=== experiment_emulator ===
==> experiment_emulator/final_congestion.png <==
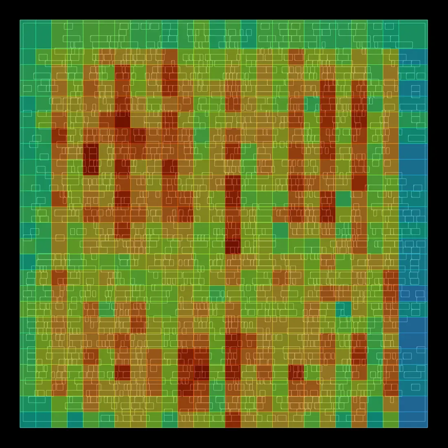

`src/rtl/experiment_emulator_pkg.sv`:
```
// ============================================================================
// Module  : types_pkg
// Brief   : Shared state encodings and LFSR helpers for experiment_emulator.
// Revision: 1.0 - initial release
// ============================================================================
`default_nettype none

package types_pkg;

  typedef enum logic [1:0] {
    W_IDLE   = 2'd0,
    W_DELAY  = 2'd1,
    W_BROKEN = 2'd2
  } wire_state_t;

  typedef enum logic [0:0] {
    D_READY = 1'b0,
    D_BUSY  = 1'b1
  } det_state_t;

  localparam logic [15:0] LFSR_SEED = 16'hACE1;

  // Fibonacci LFSR, taps 16,14,13,11 (bits 15,13,12,10)
  function automatic logic [15:0] lfsr_step(input logic [15:0] s);
    return {s[14:0], s[15] ^ s[13] ^ s[12] ^ s[10]};
  endfunction

endpackage

`default_nettype wire

```
`src/rtl/experiment_emulator_oneshot_timer.sv`:
```
// ============================================================================
// Module  : emu_oneshot_timer
// Brief   : Loadable down-counter; done is high during the last counted clock.
// Revision: 1.0 - initial release
// ============================================================================
`default_nettype none

module emu_oneshot_timer #(
  parameter int CNT_W = 32
) (
  input  logic             clock,
  input  logic             reset_signal,
  input  logic             load,
  input  logic [CNT_W-1:0] load_value,
  output logic             done
);

  logic [CNT_W-1:0] count_q, count_d;

  always_comb begin
    count_d = count_q;
    if (load) begin
      count_d = load_value;
    end else if (count_q != '0) begin
      count_d = count_q - CNT_W'(1);
    end
  end

  always_ff @(posedge clock) begin
    if (reset_signal) begin
      count_q <= '0;
    end else begin
      count_q <= count_d;
    end
  end

  // A load of N keeps the owner busy for exactly N clocks.
  assign done = (count_q == CNT_W'(1));

endmodule

`default_nettype wire

```
`src/rtl/experiment_emulator.sv`:
```
// ============================================================================
// Module  : experiment_emulator
// Brief   : Frame-grabber pulse generator, broken-wire and detector emulation.
//           Define EXPERIMENT_EMULATOR_JITTER_EN to add LFSR frame jitter.
// Revision: 1.0 - initial release
// ============================================================================
`default_nettype none

module experiment_emulator
  import types_pkg::*;
#(
  parameter int CNT_W    = 32,
  parameter int OPTO_LEN = 20,
  parameter int OPEN_LEN = 20
) (
  input  logic             clock,
  input  logic             reset_signal,
  input  logic             enable,
  input  logic [CNT_W-1:0] fg_period,
  input  logic [CNT_W-1:0] fg_open_delay,
  input  logic [CNT_W-1:0] wire_delay,
  input  logic [CNT_W-1:0] detector_prolong,
  input  logic             rearm,
  input  logic             detonator_triggered,
  input  logic             output_trigger,
  output logic             fg_opto,
  output logic             fg_open,
  output logic             wire_sensor,
  output logic             detector_ready,
  output logic [15:0]      frame_count,
  output logic [7:0]       overrun_count
);

  localparam int PW = CNT_W + 1;

  logic [CNT_W-1:0] phase_q, phase_d;
  logic [PW-1:0]    period_q, period_d;
  logic [CNT_W-1:0] open_delay_q, open_delay_d;
  logic [15:0]      frame_count_q, frame_count_d;
  logic             fg_opto_q, fg_opto_d, fg_open_q, fg_open_d;
  logic             frame_start;
  logic [PW-1:0]    base_period, cur_period;
  logic [CNT_W-1:0] cur_delay;
  logic [2:0]       jitter;

  logic             det_prev_q, trig_prev_q;
  logic             det_edge, trig_edge;
  wire_state_t      wire_state_q, wire_state_d;
  det_state_t       det_state_q, det_state_d;
  logic             wire_load, wire_done, det_load, det_done;
  logic [7:0]       overrun_q, overrun_d;

  assign frame_start = enable && (phase_q == '0);
  assign base_period = (fg_period < CNT_W'(2)) ? PW'(2) : {1'b0, fg_period};

`ifdef EXPERIMENT_EMULATOR_JITTER_EN
  logic [15:0] lfsr_q, lfsr_d;

  assign jitter = lfsr_q[2:0];

  always_comb begin
    lfsr_d = lfsr_q;
    if (frame_start) begin
      lfsr_d = lfsr_step(lfsr_q);
    end
  end

  always_ff @(posedge clock) begin
    if (reset_signal) begin
      lfsr_q <= LFSR_SEED;
    end else begin
      lfsr_q <= lfsr_d;
    end
  end
`else
  assign jitter = 3'd0;
`endif

  // Frame parameters are taken live on the frame-start clock, then held.
  always_comb begin
    cur_period    = frame_start ? (base_period + PW'(jitter)) : period_q;
    cur_delay     = frame_start ? fg_open_delay : open_delay_q;
    period_d      = cur_period;
    open_delay_d  = cur_delay;
    phase_d       = '0;
    frame_count_d = frame_count_q;
    fg_opto_d     = 1'b0;
    fg_open_d     = 1'b0;
    if (enable) begin
      if (frame_start) begin
        frame_count_d = frame_count_q + 16'd1;
      end
      if ({1'b0, phase_q} != (cur_period - PW'(1))) begin
        phase_d = phase_q + CNT_W'(1);
      end
      fg_opto_d = (phase_q < CNT_W'(OPTO_LEN));
      fg_open_d = (phase_q >= cur_delay) && ((phase_q - cur_delay) < CNT_W'(OPEN_LEN));
    end
  end

  assign det_edge  = detonator_triggered & ~det_prev_q;
  assign trig_edge = output_trigger & ~trig_prev_q;

  always_comb begin
    wire_state_d = wire_state_q;
    wire_load    = 1'b0;
    case (wire_state_q)
      W_IDLE: begin
        if (det_edge) begin
          if (wire_delay == '0) begin
            wire_state_d = W_BROKEN;
          end else begin
            wire_state_d = W_DELAY;
            wire_load    = 1'b1;
          end
        end
      end
      W_DELAY:  if (wire_done) wire_state_d = W_BROKEN;
      W_BROKEN: wire_state_d = W_BROKEN;
      default:  wire_state_d = W_IDLE;
    endcase
    if (rearm) begin
      wire_state_d = W_IDLE;
      wire_load    = 1'b0;
    end
  end

  always_comb begin
    det_state_d = det_state_q;
    det_load    = 1'b0;
    overrun_d   = overrun_q;
    if (det_state_q == D_READY) begin
      if (trig_edge && (detector_prolong != '0)) begin
        det_state_d = D_BUSY;
        det_load    = 1'b1;
      end
    end else begin
      if (trig_edge && (overrun_q != 8'hFF)) begin
        overrun_d = overrun_q + 8'd1;
      end
      if (det_done) begin
        det_state_d = D_READY;
      end
    end
  end

  always_ff @(posedge clock) begin
    if (reset_signal) begin
      phase_q       <= '0;
      period_q      <= PW'(2);
      open_delay_q  <= '0;
      frame_count_q <= '0;
      fg_opto_q     <= 1'b0;
      fg_open_q     <= 1'b0;
      det_prev_q    <= 1'b0;
      trig_prev_q   <= 1'b0;
      wire_state_q  <= W_IDLE;
      det_state_q   <= D_READY;
      overrun_q     <= '0;
    end else begin
      phase_q       <= phase_d;
      period_q      <= period_d;
      open_delay_q  <= open_delay_d;
      frame_count_q <= frame_count_d;
      fg_opto_q     <= fg_opto_d;
      fg_open_q     <= fg_open_d;
      det_prev_q    <= detonator_triggered;
      trig_prev_q   <= output_trigger;
      wire_state_q  <= wire_state_d;
      det_state_q   <= det_state_d;
      overrun_q     <= overrun_d;
    end
  end

  emu_oneshot_timer #(.CNT_W(CNT_W)) u_wire_timer (
    .clock        (clock),
    .reset_signal (reset_signal),
    .load         (wire_load),
    .load_value   (wire_delay),
    .done         (wire_done)
  );

  emu_oneshot_timer #(.CNT_W(CNT_W)) u_det_timer (
    .clock        (clock),
    .reset_signal (reset_signal),
    .load         (det_load),
    .load_value   (detector_prolong),
    .done         (det_done)
  );

  assign fg_opto        = fg_opto_q;
  assign fg_open        = fg_open_q;
  assign wire_sensor    = (wire_state_q == W_BROKEN);
  assign detector_ready = (det_state_q == D_READY);
  assign frame_count    = frame_count_q;
  assign overrun_count  = overrun_q;

endmodule

`default_nettype wire

```
`config.mk`:
```
export PLATFORM = sky130hd
export DESIGN_NAME = experiment_emulator
export DESIGN_NICKNAME = d
export VERILOG_FILES = /design/src/rtl/experiment_emulator_pkg.sv /design/src/rtl/experiment_emulator_oneshot_timer.sv /design/src/rtl/experiment_emulator.sv
export SDC_FILE = /design/constraint.sdc
export NUM_CORES = 1
export LEC_CHECK = 0
export ABC_AREA = 0
export CORE_UTILIZATION = 40
export DETAILED_ROUTE_END_ITERATION = 8
export GPL_TIMING_DRIVEN = 0
export PLACE_DENSITY_LB_ADDON = 0.08
export SLEW_MARGIN = 40
export SYNTH_ARGS = -nofsm -noshare
export SYNTH_HDL_FRONTEND = slang
export SYNTH_SLANG_ARGS = --single-unit
```
`constraint.sdc`:
```
create_clock -name clock -period 12.6 [get_ports clock]
set_input_delay 3.15 -clock clock [delete_from_list [all_inputs] [get_ports clock]]
set_output_delay 3.15 -clock clock [all_outputs]
set_load 0.02 [all_outputs]
```
=== mvm_4_1_8_0 ===
[src/rtl/mvm_pkg.sv]
// Shared types and sizes for the serial-load matrix-vector multiplier.
package mvm_pkg;

  localparam int unsigned K     = 4;
  localparam int unsigned B     = 8;
  localparam int unsigned OUT_W = 2 * B;
  localparam int unsigned IDX_W = $clog2(K * K);
  localparam int unsigned VEC_W = $clog2(K);

  localparam logic [IDX_W-1:0] LastMat = IDX_W'(K * K - 1);
  localparam logic [IDX_W-1:0] LastVec = IDX_W'(K - 1);
  localparam logic [VEC_W-1:0] LastCol = VEC_W'(K - 1);

  typedef enum logic [2:0] {
    StIdle,
    StLoadM,
    StLoadV,
    StCompute,
    StDone,
    StOutput
  } state_t;

  typedef logic signed [B-1:0]     elem_t;
  typedef logic signed [OUT_W-1:0] res_t;

  // Sign-extend an operand to result width so the product is computed at full width.
  function automatic res_t widen(elem_t v);
    return {{(OUT_W - B){v[B-1]}}, v};
  endfunction

endpackage

[src/rtl/mvm_mac.sv]
// Signed multiply-accumulate lane with synchronous clear.
// MVM_SAT_EN: when defined, each accumulate saturates instead of wrapping.
module mvm_mac
  import mvm_pkg::*;
(
  input  logic  clk_i,
  input  logic  rst_ni,
  input  logic  clr_i,
  input  logic  en_i,
  input  elem_t a_i,
  input  elem_t b_i,
  output res_t  sum_o
);

  res_t acc_q, acc_d;
  res_t prod;

  // Full-width signed product and running sum (acc + product).
  always_comb begin
    prod = widen(a_i) * widen(b_i);
  end

`ifdef MVM_SAT_EN
  logic signed [OUT_W:0] wide;

  // One extra bit exposes overflow; clamp toward the sign of the true sum.
  always_comb begin
    wide = {acc_q[OUT_W-1], acc_q} + {prod[OUT_W-1], prod};
    if (wide[OUT_W] != wide[OUT_W-1]) begin
      sum_o = wide[OUT_W] ? {1'b1, {(OUT_W - 1){1'b0}}} : {1'b0, {(OUT_W - 1){1'b1}}};
    end else begin
      sum_o = wide[OUT_W-1:0];
    end
  end
`else
  // Two's-complement wrap.
  always_comb begin
    sum_o = acc_q + prod;
  end
`endif

  // Clear has priority so the last column of a row restarts the next row at zero.
  always_comb begin
    acc_d = acc_q;
    if (clr_i) begin
      acc_d = '0;
    end else if (en_i) begin
      acc_d = sum_o;
    end
  end

  // Accumulator register.
  always_ff @(posedge clk_i or negedge rst_ni) begin
    if (!rst_ni) begin
      acc_q <= '0;
    end else begin
      acc_q <= acc_d;
    end
  end

endmodule

[src/rtl/mvm_4_1_8_0.sv]
// Serial-load signed matrix-vector multiplier, y = M * x, one MAC lane.
// MVM_SAT_EN: when defined, accumulation saturates (see mvm_mac).
module mvm_4_1_8_0
  import mvm_pkg::*;
(
  input  logic                    clk,
  input  logic                    reset,
  input  logic                    loadMatrix,
  input  logic                    loadVector,
  input  logic                    start,
  output logic                    done,
  input  logic signed [B-1:0]     data_in,
  output logic signed [OUT_W-1:0] data_out
);

  state_t           state_q, state_d;
  logic [IDX_W-1:0] cnt_q, cnt_d;

  elem_t m_q [K*K];
  elem_t x_q [K];
  res_t  y_q [K];
  res_t  data_out_q;

  logic [VEC_W-1:0] col;
  logic [VEC_W-1:0] row;
  logic [VEC_W-1:0] out_idx;
  logic             mac_en, mac_clr, row_last;
  res_t             mac_sum;

  // cnt walks M row-major during compute, so its low bits select the column.
  assign col     = cnt_q[VEC_W-1:0];
  assign row     = cnt_q[IDX_W-1:VEC_W];
  assign out_idx = col + VEC_W'(1);

  // State and counter register.
  always_ff @(posedge clk or negedge reset) begin
    if (!reset) begin
      state_q <= StIdle;
      cnt_q   <= '0;
    end else begin
      state_q <= state_d;
      cnt_q   <= cnt_d;
    end
  end

  // Next-state and counter sequencing.
  always_comb begin
    state_d = state_q;
    cnt_d   = cnt_q;
    unique case (state_q)
      StIdle: begin
        cnt_d = '0;
        if (loadMatrix) begin
          state_d = StLoadM;
        end else if (loadVector) begin
          state_d = StLoadV;
        end else if (start) begin
          state_d = StCompute;
        end
      end
      StLoadM, StCompute: begin
        if (cnt_q == LastMat) begin
          state_d = (state_q == StLoadM) ? StIdle : StDone;
          cnt_d   = '0;
        end else begin
          cnt_d = cnt_q + IDX_W'(1);
        end
      end
      StLoadV, StOutput: begin
        if (cnt_q == LastVec) begin
          state_d = StIdle;
          cnt_d   = '0;
        end else begin
          cnt_d = cnt_q + IDX_W'(1);
        end
      end
      StDone: begin
        state_d = StOutput;
        cnt_d   = '0;
      end
      default: begin
        state_d = StIdle;
        cnt_d   = '0;
      end
    endcase
  end

  // Decoded controls; the accumulator is kept clear while idle.
  always_comb begin
    done     = (state_q == StDone);
    mac_en   = (state_q == StCompute);
    row_last = mac_en && (col == LastCol);
    mac_clr  = (state_q == StIdle) || row_last;
  end

  mvm_mac u_mac (
    .clk_i  (clk),
    .rst_ni (reset),
    .clr_i  (mac_clr),
    .en_i   (mac_en),
    .a_i    (m_q[cnt_q]),
    .b_i    (x_q[col]),
    .sum_o  (mac_sum)
  );

  // Operand capture, result write-back and registered output stream.
  always_ff @(posedge clk or negedge reset) begin
    if (!reset) begin
      for (int i = 0; i < K * K; i++) m_q[i] <= '0;
      for (int i = 0; i < K; i++) begin
        x_q[i] <= '0;
        y_q[i] <= '0;
      end
      data_out_q <= '0;
    end else begin
      unique case (state_q)
        StLoadM:   m_q[cnt_q] <= data_in;
        StLoadV:   x_q[col] <= data_in;
        StCompute: if (row_last) y_q[row] <= mac_sum;
        StDone:    data_out_q <= y_q[0];
        StOutput:  if (col != LastCol) data_out_q <= y_q[out_idx];
        default:   ;
      endcase
    end
  end

  assign data_out = data_out_q;

endmodule

[config.mk]
export PLATFORM = sky130hd
export DESIGN_NAME = mvm_4_1_8_0
export DESIGN_NICKNAME = d
export VERILOG_FILES = /design/src/rtl/mvm_pkg.sv /design/src/rtl/mvm_mac.sv /design/src/rtl/mvm_4_1_8_0.sv
export SDC_FILE = /design/constraint.sdc
export NUM_CORES = 1
export LEC_CHECK = 0
export CORE_ASPECT_RATIO = 0.6
export CORE_MARGIN = 8
export CORE_UTILIZATION = 50
export CTS_BUF_LIST = sky130_fd_sc_hd__clkbuf_4 sky130_fd_sc_hd__clkbuf_8
export CTS_CLUSTER_SIZE = 40
export DETAILED_ROUTE_END_ITERATION = 7
export GPL_ROUTABILITY_DRIVEN = 0
export PLACE_DENSITY = 0.76
export SYNTH_ARGS = -nofsm -noshare
export SYNTH_HDL_FRONTEND = slang
export SYNTH_SLANG_ARGS = --single-unit
[constraint.sdc]
create_clock -name clk -period 8.4 [get_ports clk]
set_input_delay 1.68 -clock clk [delete_from_list [all_inputs] [get_ports clk]]
set_output_delay 1.68 -clock clk [all_outputs]
set_load 0.005 [all_outputs]
=== matmul_mac_ctrl_flat ===
## src/rtl/mm_pkg.sv

```systemverilog
// Shared types and widths for the matrix-multiply accelerator: element, product,
// accumulator and address widths plus the MAC sequencer state encoding.
package mm_pkg;

  localparam int ELEM_W = 4;
  localparam int PROD_W = 8;
  localparam int ACC_W  = 10;
  localparam int ADDR_W = 4;
  localparam int MAX_N  = 4;
  localparam int CNT_W  = $clog2(MAX_N);

  typedef enum logic [2:0] {
    IDLE,
    CLEAR,
    ACCUM,
    WRITE,
    DONE
  } mm_state_e;

  // Row-major element index; n <= MAX_N keeps the result inside ADDR_W bits.
  function automatic logic [ADDR_W-1:0] row_major(input logic [CNT_W-1:0] row,
                                                  input logic [CNT_W-1:0] col,
                                                  input int               n);
    return ADDR_W'(row) * ADDR_W'(n) + ADDR_W'(col);
  endfunction

endpackage

```

## src/rtl/matmul_mac_ctrl_if.sv

```systemverilog
// Bundle between the MAC sequencer and its surroundings: operand/result stores,
// the accumulator and the host start/busy/done handshake.
interface matmul_mac_ctrl_if;
  import mm_pkg::*;

  logic              start;
  logic [ADDR_W-1:0] a_addr;
  logic [ADDR_W-1:0] b_addr;
  logic              mac_clear;
  logic              mac_ld;
  logic [ACC_W-1:0]  acc_in;
  logic [ADDR_W-1:0] c_addr;
  logic [ACC_W-1:0]  c_data;
  logic              c_we;
  logic              busy;
  logic              done;

  modport master (
    input  start, acc_in,
    output a_addr, b_addr, mac_clear, mac_ld, c_addr, c_data, c_we, busy, done
  );

  modport slave (
    output start, acc_in,
    input  a_addr, b_addr, mac_clear, mac_ld, c_addr, c_data, c_we, busy, done
  );

endinterface

```

## src/rtl/mm_index_counter.sv

```systemverilog
// Cascaded k/j/i index counters with wrap flags and row-major operand/result
// address generation for an N x N multiply.
module mm_index_counter
  import mm_pkg::*;
#(
  parameter int N = 2
) (
  input  logic              clk,
  input  logic              reset,
  input  logic              k_clr,
  input  logic              k_inc,
  input  logic              ij_adv,
  input  logic              all_clr,
  output logic              k_last,
  output logic              j_last,
  output logic              i_last,
  output logic [ADDR_W-1:0] a_addr,
  output logic [ADDR_W-1:0] b_addr,
  output logic [ADDR_W-1:0] c_addr
);

  localparam logic [CNT_W-1:0] LAST = CNT_W'(N - 1);

  logic [CNT_W-1:0] k_q;
  logic [CNT_W-1:0] j_q;
  logic [CNT_W-1:0] i_q;

  assign k_last = (k_q == LAST);
  assign j_last = (j_q == LAST);
  assign i_last = (i_q == LAST);

  assign a_addr = row_major(i_q, k_q, N);
  assign b_addr = row_major(k_q, j_q, N);
  assign c_addr = row_major(i_q, j_q, N);

  always_ff @(posedge clk or posedge reset) begin
    if (reset) begin
      k_q <= '0;
      j_q <= '0;
      i_q <= '0;
    end else if (all_clr) begin
      k_q <= '0;
      j_q <= '0;
      i_q <= '0;
    end else begin
      if (k_clr) begin
        k_q <= '0;
      end else if (k_inc) begin
        k_q <= k_last ? '0 : k_q + 1'b1;
      end
      // j wraps into i; after the final element i stays put until all_clr
      if (ij_adv) begin
        if (!j_last) begin
          j_q <= j_q + 1'b1;
        end else begin
          j_q <= '0;
          if (!i_last) begin
            i_q <= i_q + 1'b1;
          end
        end
      end
    end
  end

endmodule

```

## src/rtl/matmul_mac_ctrl.sv

```systemverilog
// Sequencer driving one shared MAC accumulator through C = A x B for N x N
// matrices: clear, N accumulate cycles, then a result write per C element.
module matmul_mac_ctrl
  import mm_pkg::*;
#(
  parameter int N = 2
) (
  input  logic              clk,
  input  logic              reset,
  matmul_mac_ctrl_if.master bus
);

  if (N < 2 || N > MAX_N) begin : g_bad_n
    $error("matmul_mac_ctrl: N=%0d outside legal range 2..%0d", N, MAX_N);
  end

  if (PROD_W != 2 * ELEM_W ||
      MAX_N * ((1 << ELEM_W) - 1) * ((1 << ELEM_W) - 1) >= (1 << ACC_W)) begin : g_bad_w
    $error("matmul_mac_ctrl: accumulator width cannot hold a full dot product");
  end

  mm_state_e state;
  logic      mac_clear_q;
  logic      mac_ld_q;
  logic      c_we_q;
  logic      busy_q;
  logic      done_q;

  logic      k_last;
  logic      j_last;
  logic      i_last;

  mm_index_counter #(
    .N(N)
  ) u_idx (
    .clk     (clk),
    .reset   (reset),
    .k_clr   (state == CLEAR),
    .k_inc   (state == ACCUM),
    .ij_adv  (state == WRITE),
    .all_clr (state == DONE),
    .k_last  (k_last),
    .j_last  (j_last),
    .i_last  (i_last),
    .a_addr  (bus.a_addr),
    .b_addr  (bus.b_addr),
    .c_addr  (bus.c_addr)
  );

  // Outputs are registered together with the next state so they track it exactly.
  always_ff @(posedge clk or posedge reset) begin
    if (reset) begin
      state       <= IDLE;
      mac_clear_q <= 1'b0;
      mac_ld_q    <= 1'b0;
      c_we_q      <= 1'b0;
      busy_q      <= 1'b0;
      done_q      <= 1'b0;
    end else begin
      mac_clear_q <= 1'b0;
      mac_ld_q    <= 1'b0;
      c_we_q      <= 1'b0;
      done_q      <= 1'b0;
      busy_q      <= 1'b1;
      case (state)
        IDLE: begin
          if (bus.start) begin
            state       <= CLEAR;
            mac_clear_q <= 1'b1;
          end else begin
            busy_q <= 1'b0;
          end
        end
        CLEAR: begin
          state    <= ACCUM;
          mac_ld_q <= 1'b1;
        end
        ACCUM: begin
          if (k_last) begin
            state  <= WRITE;
            c_we_q <= 1'b1;
          end else begin
            mac_ld_q <= 1'b1;
          end
        end
        WRITE: begin
          if (j_last && i_last) begin
            state  <= DONE;
            done_q <= 1'b1;
            busy_q <= 1'b0;
          end else begin
            state       <= CLEAR;
            mac_clear_q <= 1'b1;
          end
        end
        DONE: begin
          state  <= IDLE;
          busy_q <= 1'b0;
        end
        default: begin
          state  <= IDLE;
          busy_q <= 1'b0;
        end
      endcase
    end
  end

  assign bus.mac_clear = mac_clear_q;
  assign bus.mac_ld    = mac_ld_q;
  assign bus.c_we      = c_we_q;
  assign bus.busy      = busy_q;
  assign bus.done      = done_q;
  assign bus.c_data    = c_we_q ? bus.acc_in : '0;

endmodule

```

## src/flat_wrapper.sv

```systemverilog
// flat-port wrapper written by rule: the top's interface ports become plain ports
module matmul_mac_ctrl_flat import mm_pkg::*;
#(
  parameter int N = 2
)
  (clk, reset, bus_start, bus_acc_in, bus_a_addr, bus_b_addr, bus_mac_clear, bus_mac_ld, bus_c_addr, bus_c_data, bus_c_we, bus_busy, bus_done);
  matmul_mac_ctrl_if bus_i ();
  input  logic clk;
  input  logic reset;
  input wire logic [$bits(bus_i.start)-1:0] bus_start;
  input wire logic [$bits(bus_i.acc_in)-1:0] bus_acc_in;
  output wire logic [$bits(bus_i.a_addr)-1:0] bus_a_addr;
  output wire logic [$bits(bus_i.b_addr)-1:0] bus_b_addr;
  output wire logic [$bits(bus_i.mac_clear)-1:0] bus_mac_clear;
  output wire logic [$bits(bus_i.mac_ld)-1:0] bus_mac_ld;
  output wire logic [$bits(bus_i.c_addr)-1:0] bus_c_addr;
  output wire logic [$bits(bus_i.c_data)-1:0] bus_c_data;
  output wire logic [$bits(bus_i.c_we)-1:0] bus_c_we;
  output wire logic [$bits(bus_i.busy)-1:0] bus_busy;
  output wire logic [$bits(bus_i.done)-1:0] bus_done;
  assign bus_i.start = bus_start;
  assign bus_i.acc_in = bus_acc_in;
  assign bus_a_addr = bus_i.a_addr;
  assign bus_b_addr = bus_i.b_addr;
  assign bus_mac_clear = bus_i.mac_clear;
  assign bus_mac_ld = bus_i.mac_ld;
  assign bus_c_addr = bus_i.c_addr;
  assign bus_c_data = bus_i.c_data;
  assign bus_c_we = bus_i.c_we;
  assign bus_busy = bus_i.busy;
  assign bus_done = bus_i.done;
  matmul_mac_ctrl #(.N(N)) u_core (.clk(clk), .reset(reset), .bus(bus_i));
endmodule
```

## config.mk

```make
export PLATFORM = sky130hd
export DESIGN_NAME = matmul_mac_ctrl_flat
export DESIGN_NICKNAME = d
export VERILOG_FILES = /design/src/rtl/mm_pkg.sv /design/src/rtl/matmul_mac_ctrl_if.sv /design/src/rtl/mm_index_counter.sv /design/src/rtl/matmul_mac_ctrl.sv /design/src/flat_wrapper.sv
export SDC_FILE = /design/constraint.sdc
export NUM_CORES = 1
export LEC_CHECK = 0
export ABC_AREA = 1
export CAP_MARGIN = 20
export CORE_MARGIN = 8
export CORE_UTILIZATION = 29
export DETAILED_ROUTE_END_ITERATION = 6
export PLACE_DENSITY = 0.72
export SLEW_MARGIN = 10
export SYNTH_ARGS = -nofsm -noshare
export SYNTH_HDL_FRONTEND = slang
export SYNTH_SLANG_ARGS = --single-unit
```

## constraint.sdc

```tcl
create_clock -name clk -period 3.2 [get_ports clk]
set_input_delay 0.48 -clock clk [delete_from_list [all_inputs] [get_ports clk]]
set_output_delay 0.48 -clock clk [all_outputs]
set_load 0.005 [all_outputs]
```

==> experiment_emulator/registers.png <==
(1.5 px per micron) Other sequential cells in the stronger gray, the rest of the logic in the fainter gray.
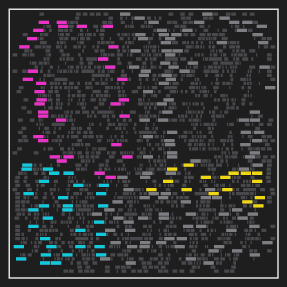
legend:
  `period_q`:
    color: magenta
    placed_flops: 33
  `u_det_timer.count_q`:
    color: cyan
    placed_flops: 32
    where: south-west
  `frame_count`:
    color: yellow
    placed_flops: 16
not colored: 111
Reg area: 3840 sq um
fin util: 49.4%

About experiment_emulator/final_congestion.png:
post-DR wirelength/cell: 18.4 microns
GRT Total Usage: 25.1%
GRT busiest layer: met2
met3 Usage GRT: 4.03%

==> ci_impl_report.md, experiment_emulator <==
## PnR job results

| Metric | Value |
|---|---|
| Highest metal used | `met4` |
| Post-route setup slack | `3.23 ns` |
| Latency at later pin | `0.46 ns` |
| Max-slew violation count | `0` |
| Area of the multi-input gates | `8090 sq um` |
| Area fraction in compound gates | `~15%` |
| Die ar. | `31800 sq um` |
| Area Growth Syn to Fin | `21.7%` |
| Post-route cell area | `15100 sq um` |
| Largest register FFs | `33` |
| Flops | `192` |
| Status | `finished, final reports clean` |
| Cell Area, Synth | `12400 sq um` |
| Signal inverters | `39` |
| Net Count, Synth | `1747` |
| GP Congestion | `0.929` |
| Final min period | `~9.4 ns` |
| Crit path to | `fg_open` |
| CTS sink count | `192` |
| Hold Path Class | `reg -> reg` |
| Worst clock skew | `0.0101 ns` |
| Hold slack | `0.472 ns` |
## experiment_emulator: kinds of logic after synthesis
| group | after synthesis |
|---|---|
| adder cells (fa/ha/maj) | 45 |
| XOR/XNOR | 129 |
| AND/OR/NAND/NOR | 734 |
| AND-OR/OR-AND | 277 |
| buffers and inverters | 115 |
| multiplexers | 76 |
| flip-flops | 192 |
## experiment_emulator: cells in the mapped netlist, types with 13 or more instances
master,number
nor4_1,42
xor2_1,56
or3_1,38
nand2b_1,23
nor2_2,30
nor2_1,201
nand3_1,60
a21oi_1,74
o211ai_1,15
a22oi_1,18
dfxtp_1,192
inv_1,39
nand4_1,35
o31ai_1,14
mux2i_1,66
o21ai_0,31
nor2b_1,14
and3_1,21
a211oi_1,35
nand2_1,148
xnor2_1,73
a21o_1,13
clkbuf_1,55
nor3_1,58
ha_1,45
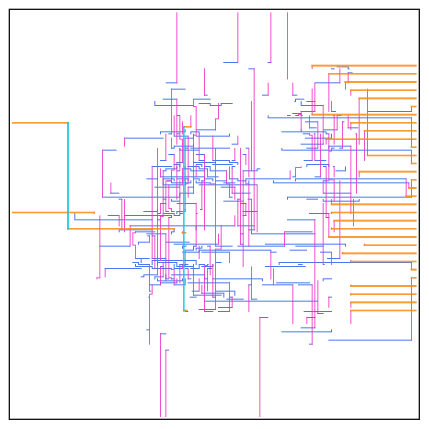
(matmul_mac_ctrl_flat/metal_stack.png)
(6 px per micron)
legend:
  met4:
    color: cyan
    wire_length: 48.3 microns
  met3:
    color: orange
    wire_length: 327 microns
  met1:
    color: blue
    wire_length: 809 microns
  met2:
    color: magenta
    wire_length: 872 microns

==> ci_impl_report.md, matmul_mac_ctrl_flat <==
## PnR job results

| Metric | Value |
|---|---|
| Cell Count Post-Placement | `169` |
| Crit path to | `bus_b_addr[2]` |
| Dpl ws | `roughly 1.2 ns` |
| Number of enable flip-flop cells | `0` |
| Async SR Flop Fraction | `100%` |
| Post_cts resized | `0` |
| YS warnings | `0` |
| Slew @ Worst Pin | `0.531 ns` |
| CTS tree | `yes` |
| Most common cell in the netlist | `nand2_1` |
| FMAX | `0.458 GHz` |
| H-Tree Depth | `1` |
| Critical path class | `reg -> out` |
| Die ar. | `4640 sq um` |
| Endpoints failing setup | `0` |
| Yosys cell count | `103` |
| Final Hold Fails | `0` |
| Status | `finished, final reports clean` |
| Die y size | `68.1 microns` |
| DP HPWL | `1.76 mm` |
==> matmul_mac_ctrl_flat: through the flow <==
step	util (%)	area (sq um)
global route	45.5	1210
finish	45.5	1210
detailed placement	44.7	1190
CTS	45.5	1210
global placement	44.7	1190
floorplan	-	787
==> matmul_mac_ctrl_flat: routing by layer <==
metal	share of wire, %	global-route usage, %
met2	42	15.8
met1	39	10.4
met3	16	3.76
met5	0	0
met4	2.3	6.14
==> matmul_mac_ctrl_flat: cell type report <==
| cell class | instances | area [sq um] | share of cell area (%) |
|---|---|---|---|
| multi-input combinational | 66 | 339 | 28.0 |
| clock buffer | 3 | 22.5 | 1.86 |
| sequential | 14 | 350 | 28.9 |
| timing repair buffer | 39 | 390 | 32.2 |
| inverter | 19 | 71.3 | 5.88 |
| tap | 31 | 38.8 | 3.20 |
==> matmul_mac_ctrl_flat: cell families (layout without fill, tap and decap cells) <==
logic type,Yosys count,in the layout,synth area share (%)
simple gates,55,55,29.4
buf+inv,23,61,12.4
flops,14,14,44.5
fa+ha+maj,7,7,11.1
compound gates,4,4,2.54
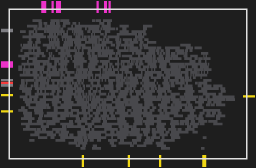
(mvm_4_1_8_0/pins.png)
(1 px per micron) Pins as bars across the die edge, other pins in gray.
legend:
  `loadMatrix`:
    color: red
    pins: 1
    direction: input
    edge: west
  `data_out`:
    color: magenta
    pins: 16
    direction: output
    edge: 12 north, 4 west
  `data_in`:
    color: yellow
    pins: 8
    direction: input
    edge: 5 south, 2 west, 1 east

==> ci_impl_report.md, mvm_4_1_8_0 <==
## PnR job results

| Metric | Value |
|---|---|
| Fin util | `55.6%` |
| Crit-path cells | `buf_12 -> mux4_1 -> mux4_2 -> and2_1 -> fa_1 -> inv_1 -> fa_1 -> inv_1 -> fa_1 -> fa_1 -> inv_1 -> fa_1 -> inv_1 -> ha_1 -> o21ai_0 -> o21bai_1 -> o21ai_0 -> o21ai_0 -> xnor2_1 -> mux2_2` |
| Comb area share | `a little under half` |
| Post-synth mux share | `23.0%` |
| Worst Path Arrival | `7.68 ns` |
| Met3 Usage GRT | `5.93%` |
| Critical path class | `reg -> reg` |
| Critical Path Fanout Max | `19` |
| Core area | `28600 sq um` |
| DP HPWL | `about 24 mm` |
| FMAX | `approximately 0.14 GHz` |
| Clock-pin slew on the worst setup and hold paths | `0.07 ns` |
| Die ar. | `approximately 35000 sq um` |
| Final period util | `85.6%` |
| Top cell area share | `45.3%` |
| Critical Path Slowest Stage Cell | `dfrtp_2` |
| First-pass GRT wire length | `around 55 mm` |
| Async SR Flop Fraction | `100%` |
| Status | `finished, final reports clean` |
| CTS sink count | `263` |
| Worst rel slew slack | `19.3%` |
| Number of enable flip-flop cells | `0` |
| Grt ovf | `0` |
| XOR/XNOR Area Share | `1.33%` |
| Syn Area/Cell | `12.5 sq um` |
| Post-place instance area | `~15000 sq um` |
| Delay-heaviest family, CP | `adder cells` |
## mvm_4_1_8_0: cells by family (layout without fill, tap and decap cells)
kind of cell | Yosys count | after routing
AND-OR/OR-AND | 118 | 118
XOR/XNOR | 22 | 22
adder cells (fa/ha/maj) | 112 | 112
buffers and inverters | 137 | 185
flip-flops | 263 | 263
multiplexers | 248 | 248
AND/OR/NAND/NOR | 265 | 265
## mvm_4_1_8_0: synth_stat cells (all sizes together) (2+ instances only)
library cell  instances
nand2               150
xnor2                17
mux2i                19
mux4                 47
fa                   71
a31oi                 2
nor3b                 2
nor2b                 9
a21o                  6
ha                   41
clkbuf               38
nand3                12
or2                   2
dfrtp               263
and2                 51
a22o                 13
inv                  76
a211o                 2
nor2                 33
o21ai                48
nand2b                2
buf                  22
a21oi                26
xor2                  5
o21bai                2
mux2                182
o22ai                16

=== vga_scan_ctrl ===
==> vga_scan_ctrl/metal_stack.png <==
(4 px per micron)
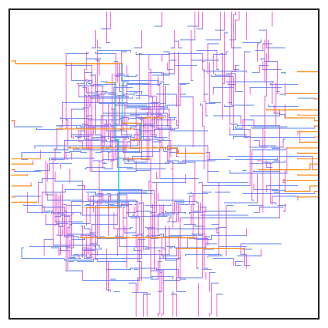

### config.mk
export PLATFORM = sky130hd
export DESIGN_NAME = vga_scan_ctrl
export DESIGN_NICKNAME = d
export VERILOG_FILES = /design/src/rtl/vga_scan_ctrl.sv
export SDC_FILE = /design/constraint.sdc
export NUM_CORES = 1
export LEC_CHECK = 0
export ABC_AREA = 0
export ABC_CLOCK_PERIOD_IN_PS = 2490
export CORE_MARGIN = 3
export CORE_UTILIZATION = 39
export CTS_CLUSTER_SIZE = 25
export DETAILED_ROUTE_END_ITERATION = 16
export HOLD_SLACK_MARGIN = 0.03
export PLACE_DENSITY = 0.66
export SKIP_LAST_GASP = 1
export SLEW_MARGIN = 30
export SYNTH_ARGS = -nofsm -noshare
export SYNTH_HDL_FRONTEND = slang
export SYNTH_SLANG_ARGS = --single-unit
### constraint.sdc
create_clock -name clk -period 2.49 [get_ports clk]
set_input_delay 0.498 -clock clk [delete_from_list [all_inputs] [get_ports clk]]
set_output_delay 0.498 -clock clk [all_outputs]
set_load 0.02 [all_outputs]
### src/rtl/vga_scan_ctrl.sv
// Raster timing generator and registered VGA pin stage for the snake display.
// Counts produce xpos/ypos for the colour stage; its result is registered with the syncs.
module vga_scan_ctrl #(
  parameter int unsigned CLK_DIV  = 4,
  parameter int unsigned H_ACTIVE = 640,
  parameter int unsigned H_FP     = 16,
  parameter int unsigned H_SYNC   = 96,
  parameter int unsigned H_BP     = 48,
  parameter int unsigned V_ACTIVE = 480,
  parameter int unsigned V_FP     = 10,
  parameter int unsigned V_SYNC   = 2,
  parameter int unsigned V_BP     = 33
) (
  input  logic        clk,
  input  logic        rst,
  input  logic [11:0] pixel_in,
  output logic [11:0] xpos,
  output logic [8:0]  ypos,
  output logic        pix_tick,
  output logic        video_on,
  output logic        hsync,
  output logic        vsync,
  output logic [3:0]  vga_r,
  output logic [3:0]  vga_g,
  output logic [3:0]  vga_b,
  output logic        frame_tick
);

  localparam int unsigned H_TOTAL  = H_ACTIVE + H_FP + H_SYNC + H_BP;
  localparam int unsigned V_TOTAL  = V_ACTIVE + V_FP + V_SYNC + V_BP;
  localparam int unsigned HS_START = H_ACTIVE + H_FP;
  localparam int unsigned HS_END   = HS_START + H_SYNC - 1;
  localparam int unsigned VS_START = V_ACTIVE + V_FP;
  localparam int unsigned VS_END   = VS_START + V_SYNC - 1;
  localparam int unsigned DIV_W    = (CLK_DIV > 1) ? $clog2(CLK_DIV) : 1;
  localparam int unsigned CNT_W    = 10;

  logic [DIV_W-1:0] div;
  logic [CNT_W-1:0] hcount;
  logic [CNT_W-1:0] vcount;
  logic             h_active;
  logic             v_active;
  logic             active;
  logic             h_end;
  logic             v_end;
  logic             hs_pulse;
  logic             vs_pulse;

  // Pixel-rate divider; the tick is masked while reset is held so it reads 0 then.
  always_ff @(posedge clk or posedge rst) begin
    if (rst) begin
      div <= '0;
    end else if (div == DIV_W'(CLK_DIV - 1)) begin
      div <= '0;
    end else begin
      div <= div + DIV_W'(1);
    end
  end

  assign pix_tick = ~rst & (div == DIV_W'(CLK_DIV - 1));

  assign h_end = (hcount == CNT_W'(H_TOTAL - 1));
  assign v_end = (vcount == CNT_W'(V_TOTAL - 1));

  always_ff @(posedge clk or posedge rst) begin
    if (rst) begin
      hcount <= '0;
      vcount <= '0;
    end else if (pix_tick) begin
      if (h_end) begin
        hcount <= '0;
        vcount <= v_end ? '0 : vcount + CNT_W'(1);
      end else begin
        hcount <= hcount + CNT_W'(1);
      end
    end
  end

  assign h_active = (hcount < CNT_W'(H_ACTIVE));
  assign v_active = (vcount < CNT_W'(V_ACTIVE));
  assign active   = h_active & v_active;
  assign hs_pulse = (hcount >= CNT_W'(HS_START)) && (hcount <= CNT_W'(HS_END));
  assign vs_pulse = (vcount >= CNT_W'(VS_START)) && (vcount <= CNT_W'(VS_END));

  assign xpos = h_active ? 12'(hcount) : 12'd0;
  assign ypos = v_active ? vcount[8:0] : 9'd0;

  // Pin stage: every VGA output sees the same one-pixel latency from the counts.
  always_ff @(posedge clk or posedge rst) begin
    if (rst) begin
      video_on <= 1'b0;
      hsync    <= 1'b1;
      vsync    <= 1'b1;
      vga_r    <= 4'd0;
      vga_g    <= 4'd0;
      vga_b    <= 4'd0;
    end else if (pix_tick) begin
      video_on              <= active;
      hsync                 <= ~hs_pulse;
      vsync                 <= ~vs_pulse;
      {vga_r, vga_g, vga_b} <= active ? pixel_in : 12'd0;
    end
  end

  // Start of vertical blanking: leaving the last pixel of the last visible line.
  always_ff @(posedge clk or posedge rst) begin
    if (rst) begin
      frame_tick <= 1'b0;
    end else begin
      frame_tick <= pix_tick & h_end & (vcount == CNT_W'(V_ACTIVE - 1));
    end
  end

endmodule

=== num_input_collector_flat ===
[src/rtl/num_input_collector_if.sv]
// Element handshake between the input collector and the matrix/storage logic.
// The collector is the master: it offers out_data with out_valid, and the
// storage side answers with out_ready.
interface num_input_collector_if;
  logic       out_valid;
  logic [3:0] out_data;
  logic       out_ready;

  modport master (
    output out_valid,
    output out_data,
    input  out_ready
  );

  modport slave (
    input  out_valid,
    input  out_data,
    output out_ready
  );
endinterface

[src/rtl/num_input_collector.sv]
// Number input collector: debounces the confirm/clear push-buttons, samples
// the value switches on each confirm press and offers accepted elements to
// the storage logic over a valid/ready handshake. It also keeps the running
// element count and an out-of-range error flag for the FSM and display.
module num_input_collector #(
  parameter int DEBOUNCE_CYCLES = 2_000_000,
  parameter int MAX_VAL         = 9,
  parameter int MAX_COUNT       = 25
) (
  input  logic                         clk,
  input  logic                         rst_n,
  input  logic                         btn_confirm_i,
  input  logic                         btn_clear_i,
  input  logic [3:0]                   sw_data_i,
  input  logic [2:0]                   sw_mode_i,
  num_input_collector_if.master        out_if,
  output logic [7:0]                   in_count_o,
  output logic                         full_o,
  output logic                         err_flag_o
);

  localparam int             CW        = $clog2(DEBOUNCE_CYCLES);
  localparam logic [CW-1:0]  CNT_LAST  = CW'(DEBOUNCE_CYCLES - 1);
  localparam logic [4:0]     VAL_LIMIT = 5'(MAX_VAL);
  localparam logic [7:0]     COUNT_MAX = 8'(MAX_COUNT);

  localparam logic [0:0] IDLE  = 1'b0;
  localparam logic [0:0] OFFER = 1'b1;

  // Button index 0 is confirm, index 1 is clear.
  logic [1:0]         btnRaw;
  logic [1:0]         sync1_q, sync2_q;
  logic [1:0]         level_q, level_d;
  logic [1:0]         levelPrev_q;
  logic [1:0][CW-1:0] cnt_q, cnt_d;
  logic [1:0]         pressPulse;
  logic               confirmPulse, clearPulse;

  logic [0:0]         state_q, state_d;
  logic               valid_q, valid_d;
  logic [3:0]         data_q, data_d;
  logic [7:0]         count_q, count_d;
  logic               full_q, full_d;
  logic               err_q, err_d;
  logic [7:0]         countInc;

  assign btnRaw = {btn_clear_i, btn_confirm_i};

  // Two-flop synchronizers bring the raw buttons into the clock domain.
  always_ff @(posedge clk or negedge rst_n) begin
    if (!rst_n) begin
      sync1_q <= '0;
      sync2_q <= '0;
    end else begin
      sync1_q <= btnRaw;
      sync2_q <= sync1_q;
    end
  end

  // Debounce: a level only flips after the input has disagreed with it for
  // DEBOUNCE_CYCLES consecutive cycles; any agreement restarts the count.
  always_comb begin
    level_d = level_q;
    cnt_d   = '0;
    for (int b = 0; b < 2; b++) begin
      if (sync2_q[b] != level_q[b]) begin
        if (cnt_q[b] == CNT_LAST) begin
          level_d[b] = ~level_q[b];
        end else begin
          cnt_d[b] = cnt_q[b] + 1'b1;
        end
      end
    end
  end

  // Debounced levels, their counters and the previous level for edge detection.
  always_ff @(posedge clk or negedge rst_n) begin
    if (!rst_n) begin
      level_q     <= '0;
      levelPrev_q <= '0;
      cnt_q       <= '0;
    end else begin
      level_q     <= level_d;
      levelPrev_q <= level_q;
      cnt_q       <= cnt_d;
    end
  end

  // One pulse per debounced press; release and hold produce nothing more.
  assign pressPulse   = level_q & ~levelPrev_q;
  assign confirmPulse = pressPulse[0];
  assign clearPulse   = pressPulse[1];

  assign countInc = (count_q == COUNT_MAX) ? count_q : count_q + 8'd1;

  // Element FSM: clear wins over everything, IDLE validates a press, OFFER
  // holds the element until the storage side takes it.
  always_comb begin
    state_d = state_q;
    valid_d = valid_q;
    data_d  = data_q;
    count_d = count_q;
    full_d  = full_q;
    err_d   = err_q;
    if (clearPulse) begin
      state_d = IDLE;
      valid_d = 1'b0;
      count_d = '0;
      full_d  = 1'b0;
      err_d   = 1'b0;
    end else begin
      case (state_q)
        IDLE: begin
          if (confirmPulse && (sw_mode_i == 3'b000) && !full_q) begin
            if ({1'b0, sw_data_i} <= VAL_LIMIT) begin
              data_d  = sw_data_i;
              valid_d = 1'b1;
              err_d   = 1'b0;
              state_d = OFFER;
            end else begin
              err_d = 1'b1;
            end
          end
        end
        OFFER: begin
          if (valid_q && out_if.out_ready) begin
            valid_d = 1'b0;
            count_d = countInc;
            full_d  = (countInc == COUNT_MAX);
            state_d = IDLE;
          end
        end
        default: begin
          state_d = IDLE;
          valid_d = 1'b0;
        end
      endcase
    end
  end

  // FSM state and all registered outputs.
  always_ff @(posedge clk or negedge rst_n) begin
    if (!rst_n) begin
      state_q <= IDLE;
      valid_q <= 1'b0;
      data_q  <= '0;
      count_q <= '0;
      full_q  <= 1'b0;
      err_q   <= 1'b0;
    end else begin
      state_q <= state_d;
      valid_q <= valid_d;
      data_q  <= data_d;
      count_q <= count_d;
      full_q  <= full_d;
      err_q   <= err_d;
    end
  end

  assign out_if.out_valid = valid_q;
  assign out_if.out_data  = data_q;
  assign in_count_o       = count_q;
  assign full_o           = full_q;
  assign err_flag_o       = err_q;

endmodule

[src/flat_wrapper.sv]
// flat-port wrapper written by rule: the top's interface ports become plain ports
module num_input_collector_flat 
#(
  parameter int DEBOUNCE_CYCLES = 2_000_000,
  parameter int MAX_VAL         = 9,
  parameter int MAX_COUNT       = 25
)
  (clk, rst_n, btn_confirm_i, btn_clear_i, sw_data_i, sw_mode_i, in_count_o, full_o, err_flag_o, out_if_out_valid, out_if_out_data, out_if_out_ready);
  num_input_collector_if out_if_i ();
  input  logic clk;
  input  logic rst_n;
  input  logic btn_confirm_i;
  input  logic btn_clear_i;
  input  logic [3:0] sw_data_i;
  input  logic [2:0] sw_mode_i;
  output logic [7:0] in_count_o;
  output logic full_o;
  output logic err_flag_o;
  output wire logic [$bits(out_if_i.out_valid)-1:0] out_if_out_valid;
  output wire logic [$bits(out_if_i.out_data)-1:0] out_if_out_data;
  input wire logic [$bits(out_if_i.out_ready)-1:0] out_if_out_ready;
  assign out_if_out_valid = out_if_i.out_valid;
  assign out_if_out_data = out_if_i.out_data;
  assign out_if_i.out_ready = out_if_out_ready;
  num_input_collector #(.DEBOUNCE_CYCLES(DEBOUNCE_CYCLES), .MAX_VAL(MAX_VAL), .MAX_COUNT(MAX_COUNT)) u_core (.clk(clk), .rst_n(rst_n), .btn_confirm_i(btn_confirm_i), .btn_clear_i(btn_clear_i), .sw_data_i(sw_data_i), .sw_mode_i(sw_mode_i), .out_if(out_if_i), .in_count_o(in_count_o), .full_o(full_o), .err_flag_o(err_flag_o));
endmodule
[config.mk]
export PLATFORM = sky130hd
export DESIGN_NAME = num_input_collector_flat
export DESIGN_NICKNAME = d
export VERILOG_FILES = /design/src/rtl/num_input_collector_if.sv /design/src/rtl/num_input_collector.sv /design/src/flat_wrapper.sv
export SDC_FILE = /design/constraint.sdc
export NUM_CORES = 1
export LEC_CHECK = 0
export ABC_AREA = 1
export CORE_ASPECT_RATIO = 1.25
export CORE_MARGIN = 10
export CORE_UTILIZATION = 50
export CTS_BUF_LIST = sky130_fd_sc_hd__clkbuf_8
export CTS_CLUSTER_SIZE = 25
export DETAILED_ROUTE_END_ITERATION = 8
export PLACE_DENSITY = 0.7
export SYNTH_ARGS = -nofsm -noshare
export SYNTH_HDL_FRONTEND = slang
export SYNTH_SLANG_ARGS = --single-unit
[constraint.sdc]
create_clock -name clk -period 4.3 [get_ports clk]
set_input_delay 0.86 -clock clk [delete_from_list [all_inputs] [get_ports clk]]
set_output_delay 0.86 -clock clk [all_outputs]
set_load 0.005 [all_outputs]
==> vga_scan_ctrl/registers.png <==
(4 px per micron) Other sequential cells in the stronger gray, the rest of the logic in the fainter gray.
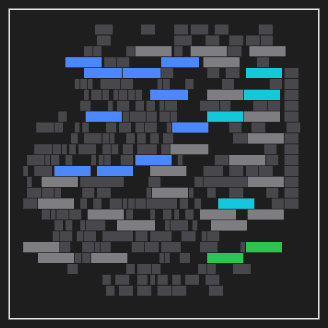
legend:
  `div`:
    color: green
    placed_flops: 2
  `vga_g`:
    color: cyan
    placed_flops: 4
  `vcount`:
    color: blue
    placed_flops: 10
not colored: 22

## Picture notes: vga_scan_ctrl/metal_stack.png
legend:
  met1:
    color: blue
    wire_length: 2080 microns
  met3:
    color: orange
    wire_length: 298 microns
  met2:
    color: magenta
    wire_length: 2060 microns
  met4:
    color: cyan
    wire_length: 51.2 microns

==> ci_impl_report.md, vga_scan_ctrl <==
## PnR job results

| Metric | Value |
|---|---|
| Status | `finished, final reports clean` |
| Clock-pin slew on the worst setup and hold paths | `0.07 ns` |
| Antenna viol nets, final | `0` |
| Peak VDD IR | `approximately 0.45 mV` |
| Commonest cells in the synthesized netlist | `dfrtp_1, and2_1, nand2_1` |
| Flops | `38` |
| Signal buf overhead | `approximately a fifth` |
| Psw | `0.384 mW` |
| Power share of the clock group | `40.7%` |
| Hold Path Class | `reg -> reg` |
| Seq share, synth | `48.5%` |
| WP depth | `4` |
| Worst min-delay path endpoint | `div[0]` |
| CTS tree | `yes` |
| Seq pwr | `0.707 mW` |
| Crit-path cells | `nand4_1 -> and2b_2 -> and2_1 -> clkdlybuf4s50_1` |
| Tool Warnings | `29` |
| Number of clock-tree buffers in the layout | `5` |
| Fill cells | `446` |
| Max incr delay on CP | `0.53 ns` |
| Initial DRT Pass Iterations | `4` |
| Vias per inst | `approximately 5.2` |
| Flop-to-flop setup slack | `0.70 ns` |
| Critical Path Fanout Max | `7` |
| DP HPWL | `roughly 3.0 mm` |
| Core area | `4790 sq um` |
vga_scan_ctrl: metal layers:
layer	global-route usage [%]	vias to the layer above	part of all wire, %
met3	3.99	7	6.6
met4	5.87	0	1.1
met2	24.5	49	46
met5	0	-	0
met1	21.2	773	46
li1	-	768	-
vga_scan_ctrl: sequential cells by signal (all words and copies together) (netlist names):
signal      flops
hcount         10
vcount         10
vga_b           4
vga_g           4
vga_r           4
div             2
frame_tick      1
hsync           1
video_on        1
vsync           1
vga_scan_ctrl: kinds of logic (layout without fill, tap and decap cells):
| family | after synthesis | after routing | share of synthesized area (%) |
|---|---|---|---|
| AOI/OAI and AO/OA | 29 | 29 | 10.6 |
| xor gates and xnor gates | 10 | 10 | 4.46 |
| adders and majority gates | 5 | 5 | 3.18 |
| buffers and inverters | 18 | 74 | 5.73 |
| DFF | 38 | 38 | 48.5 |
| muxes | 1 | 1 | 0.573 |
| other | 1 | 2 | 0.191 |
| and+or+nand+nor | 83 | 84 | 26.8 |
vga_scan_ctrl: what timing repair did:
action                     in CTS  in global routing
hold endpoints to repair        0                  0
buffers inserted                0                  1
setup endpoints to repair       9                  9
gates resized                   1                 12
cloned                          0                  1
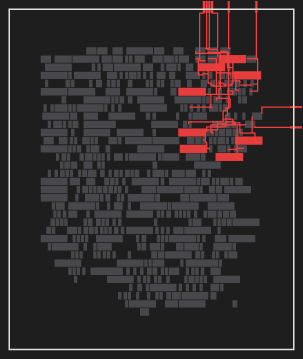
(num_input_collector_flat/port_nets.png)
(3 px per micron)
legend:
  `in_count_o`:
    color: red
    bits: 8
    direction: output
    edge: 6 north, 2 east
    end_cells: 8
    buffers: 8
    wire: 435 microns
IO buf count: 26
I/O pins: 27

==> ci_impl_report.md, num_input_collector_flat <==
## PnR job results

| Metric | Value |
|---|---|
| Critical path class | `reg -> out` |
| Syn Area/Cell | `7.96 sq um` |
| Clock-pin slew on the worst setup and hold paths | `0.07 ns` |
| Fin util | `61.2%` |
| Area of the multi-input gates | `1570 sq um` |
| Status | `finished, final reports clean` |
| ANT cells | `0` |
| H-Tree Depth | `3` |
| GP Congestion | `0.849` |
| Final std cells w/o fill | `563` |
| Initial DRT Pass Iterations | `4` |
| Number of enable flip-flop cells | `0` |
| First-pass GRT wire length | `12.5 mm` |
| Yosys cell count | `434` |
| Met3 Usage GRT | `2.71%` |
| DP HPWL | `5.14 mm` |
| Max-Cap Viols | `0` |
| Largest register FFs | `42` |
| Worst Path Buf+Inv | `1` |
| Final Routed Wirelength | `around 6.9 mm` |
| WP data required | `3.44 ns` |
| RSZ-0062 raised after global routing | `no` |
| Dpl ws | `~2.1 ns` |
num_input_collector_flat: power breakdown:
part,switching [mW],internal (mW),leakage [nW]
combinational,0.0262,0.0156,0.757
clock,0.252,0.402,0.119
sequential,0.00451,0.627,0.908
total,0.282,1.04,1.78
num_input_collector_flat: synth_stat cells (2+ instances only):
cell | number | area, sq um
nor2_1 | 89 | 334
nor3_1 | 18 | 90.1
ha_1 | 4 | 50.1
inv_1 | 55 | 206
nand3b_1 | 2 | 15.0
a21oi_1 | 6 | 30.0
nand2_2 | 5 | 31.3
nor2_4 | 3 | 33.8
nor3b_1 | 2 | 15.0
nand3_1 | 19 | 95.1
nor2_2 | 5 | 31.3
dfrtp_1 | 66 | 1650
nand3_2 | 5 | 50.1
nand2_1 | 95 | 357
o21ai_0 | 11 | 55.1
xnor2_1 | 3 | 26.3
nor3_2 | 2 | 20.0
inv_2 | 3 | 11.3
xor2_1 | 19 | 166
o22ai_1 | 6 | 37.5
xnor2_2 | 2 | 32.5
nand4_1 | 4 | 25.0
num_input_collector_flat: layer usage:
layer	part of all wire, %	vias to the layer above
met2	52	46
met4	1.9	0
met3	2.9	13
li1	-	1428
met5	0	-
met1	44	1304

==> notes/layouts.md <==
Pictures saved along the way, in no particular order.

Pin placement.
Plate I
(2 px per micron) Pins as bars across the die edge, other pins in gray.
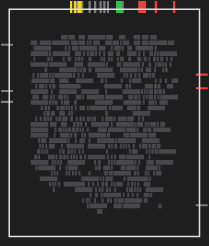
Plate II
(4 px per micron) Pins as bars across the die edge, other pins in gray.
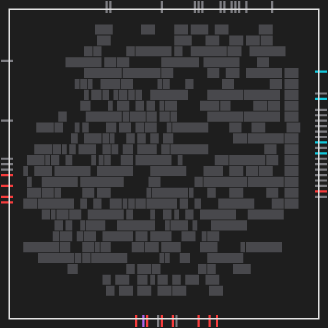
Of these, largest die: Plate I
Of these, most pins: Plate II
- Plate I = num_input_collector_flat
- Plate II = vga_scan_ctrl



==> screenshots <==
Congestion heat map.
picture 1
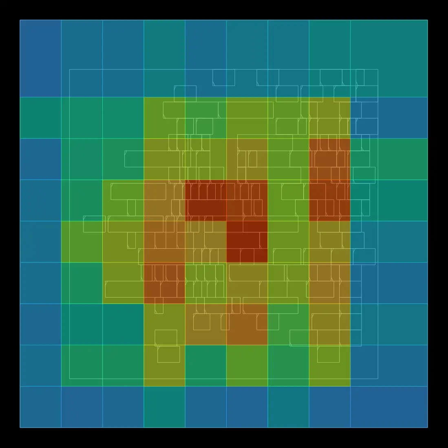
picture 2
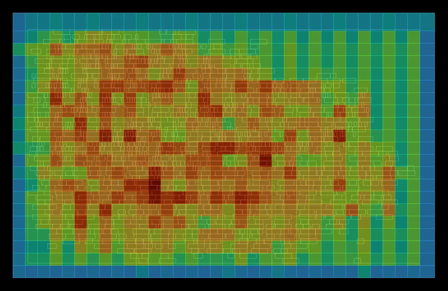
picture 3
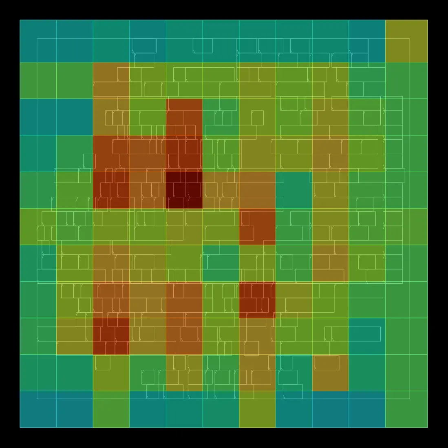
| picture | from |
|---|---|
| picture 1 | matmul_mac_ctrl_flat |
| picture 2 | mvm_4_1_8_0 |
| picture 3 | vga_scan_ctrl |
The one with the most wire per cell is picture 2.
The one with the lowest track usage is picture 1.


## Gallery

Signal wires by layer.
image #1
(2 px per micron)
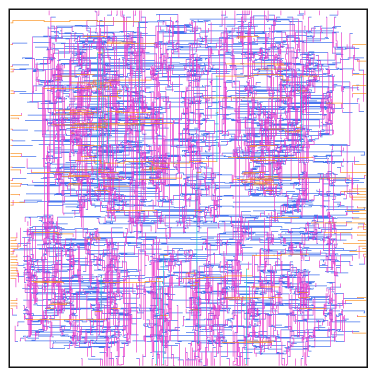
image #2
(3 px per micron)
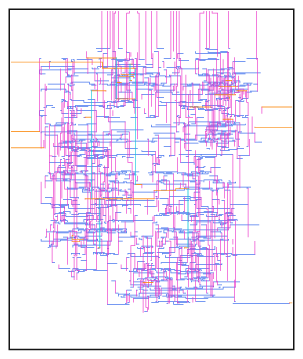
image #3
(1.5 px per micron)
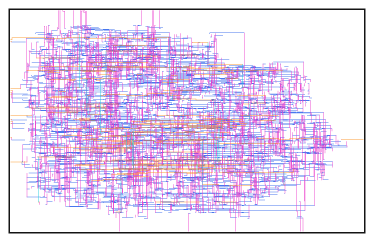
Image #2 is num_input_collector_flat.
Image #3 is mvm_4_1_8_0.
Image #1 is experiment_emulator.
The one with the smallest die is image #2.
The one with the least wire is image #2.

Power figures rest on the tool's default switching activity, not on a simulated workload.
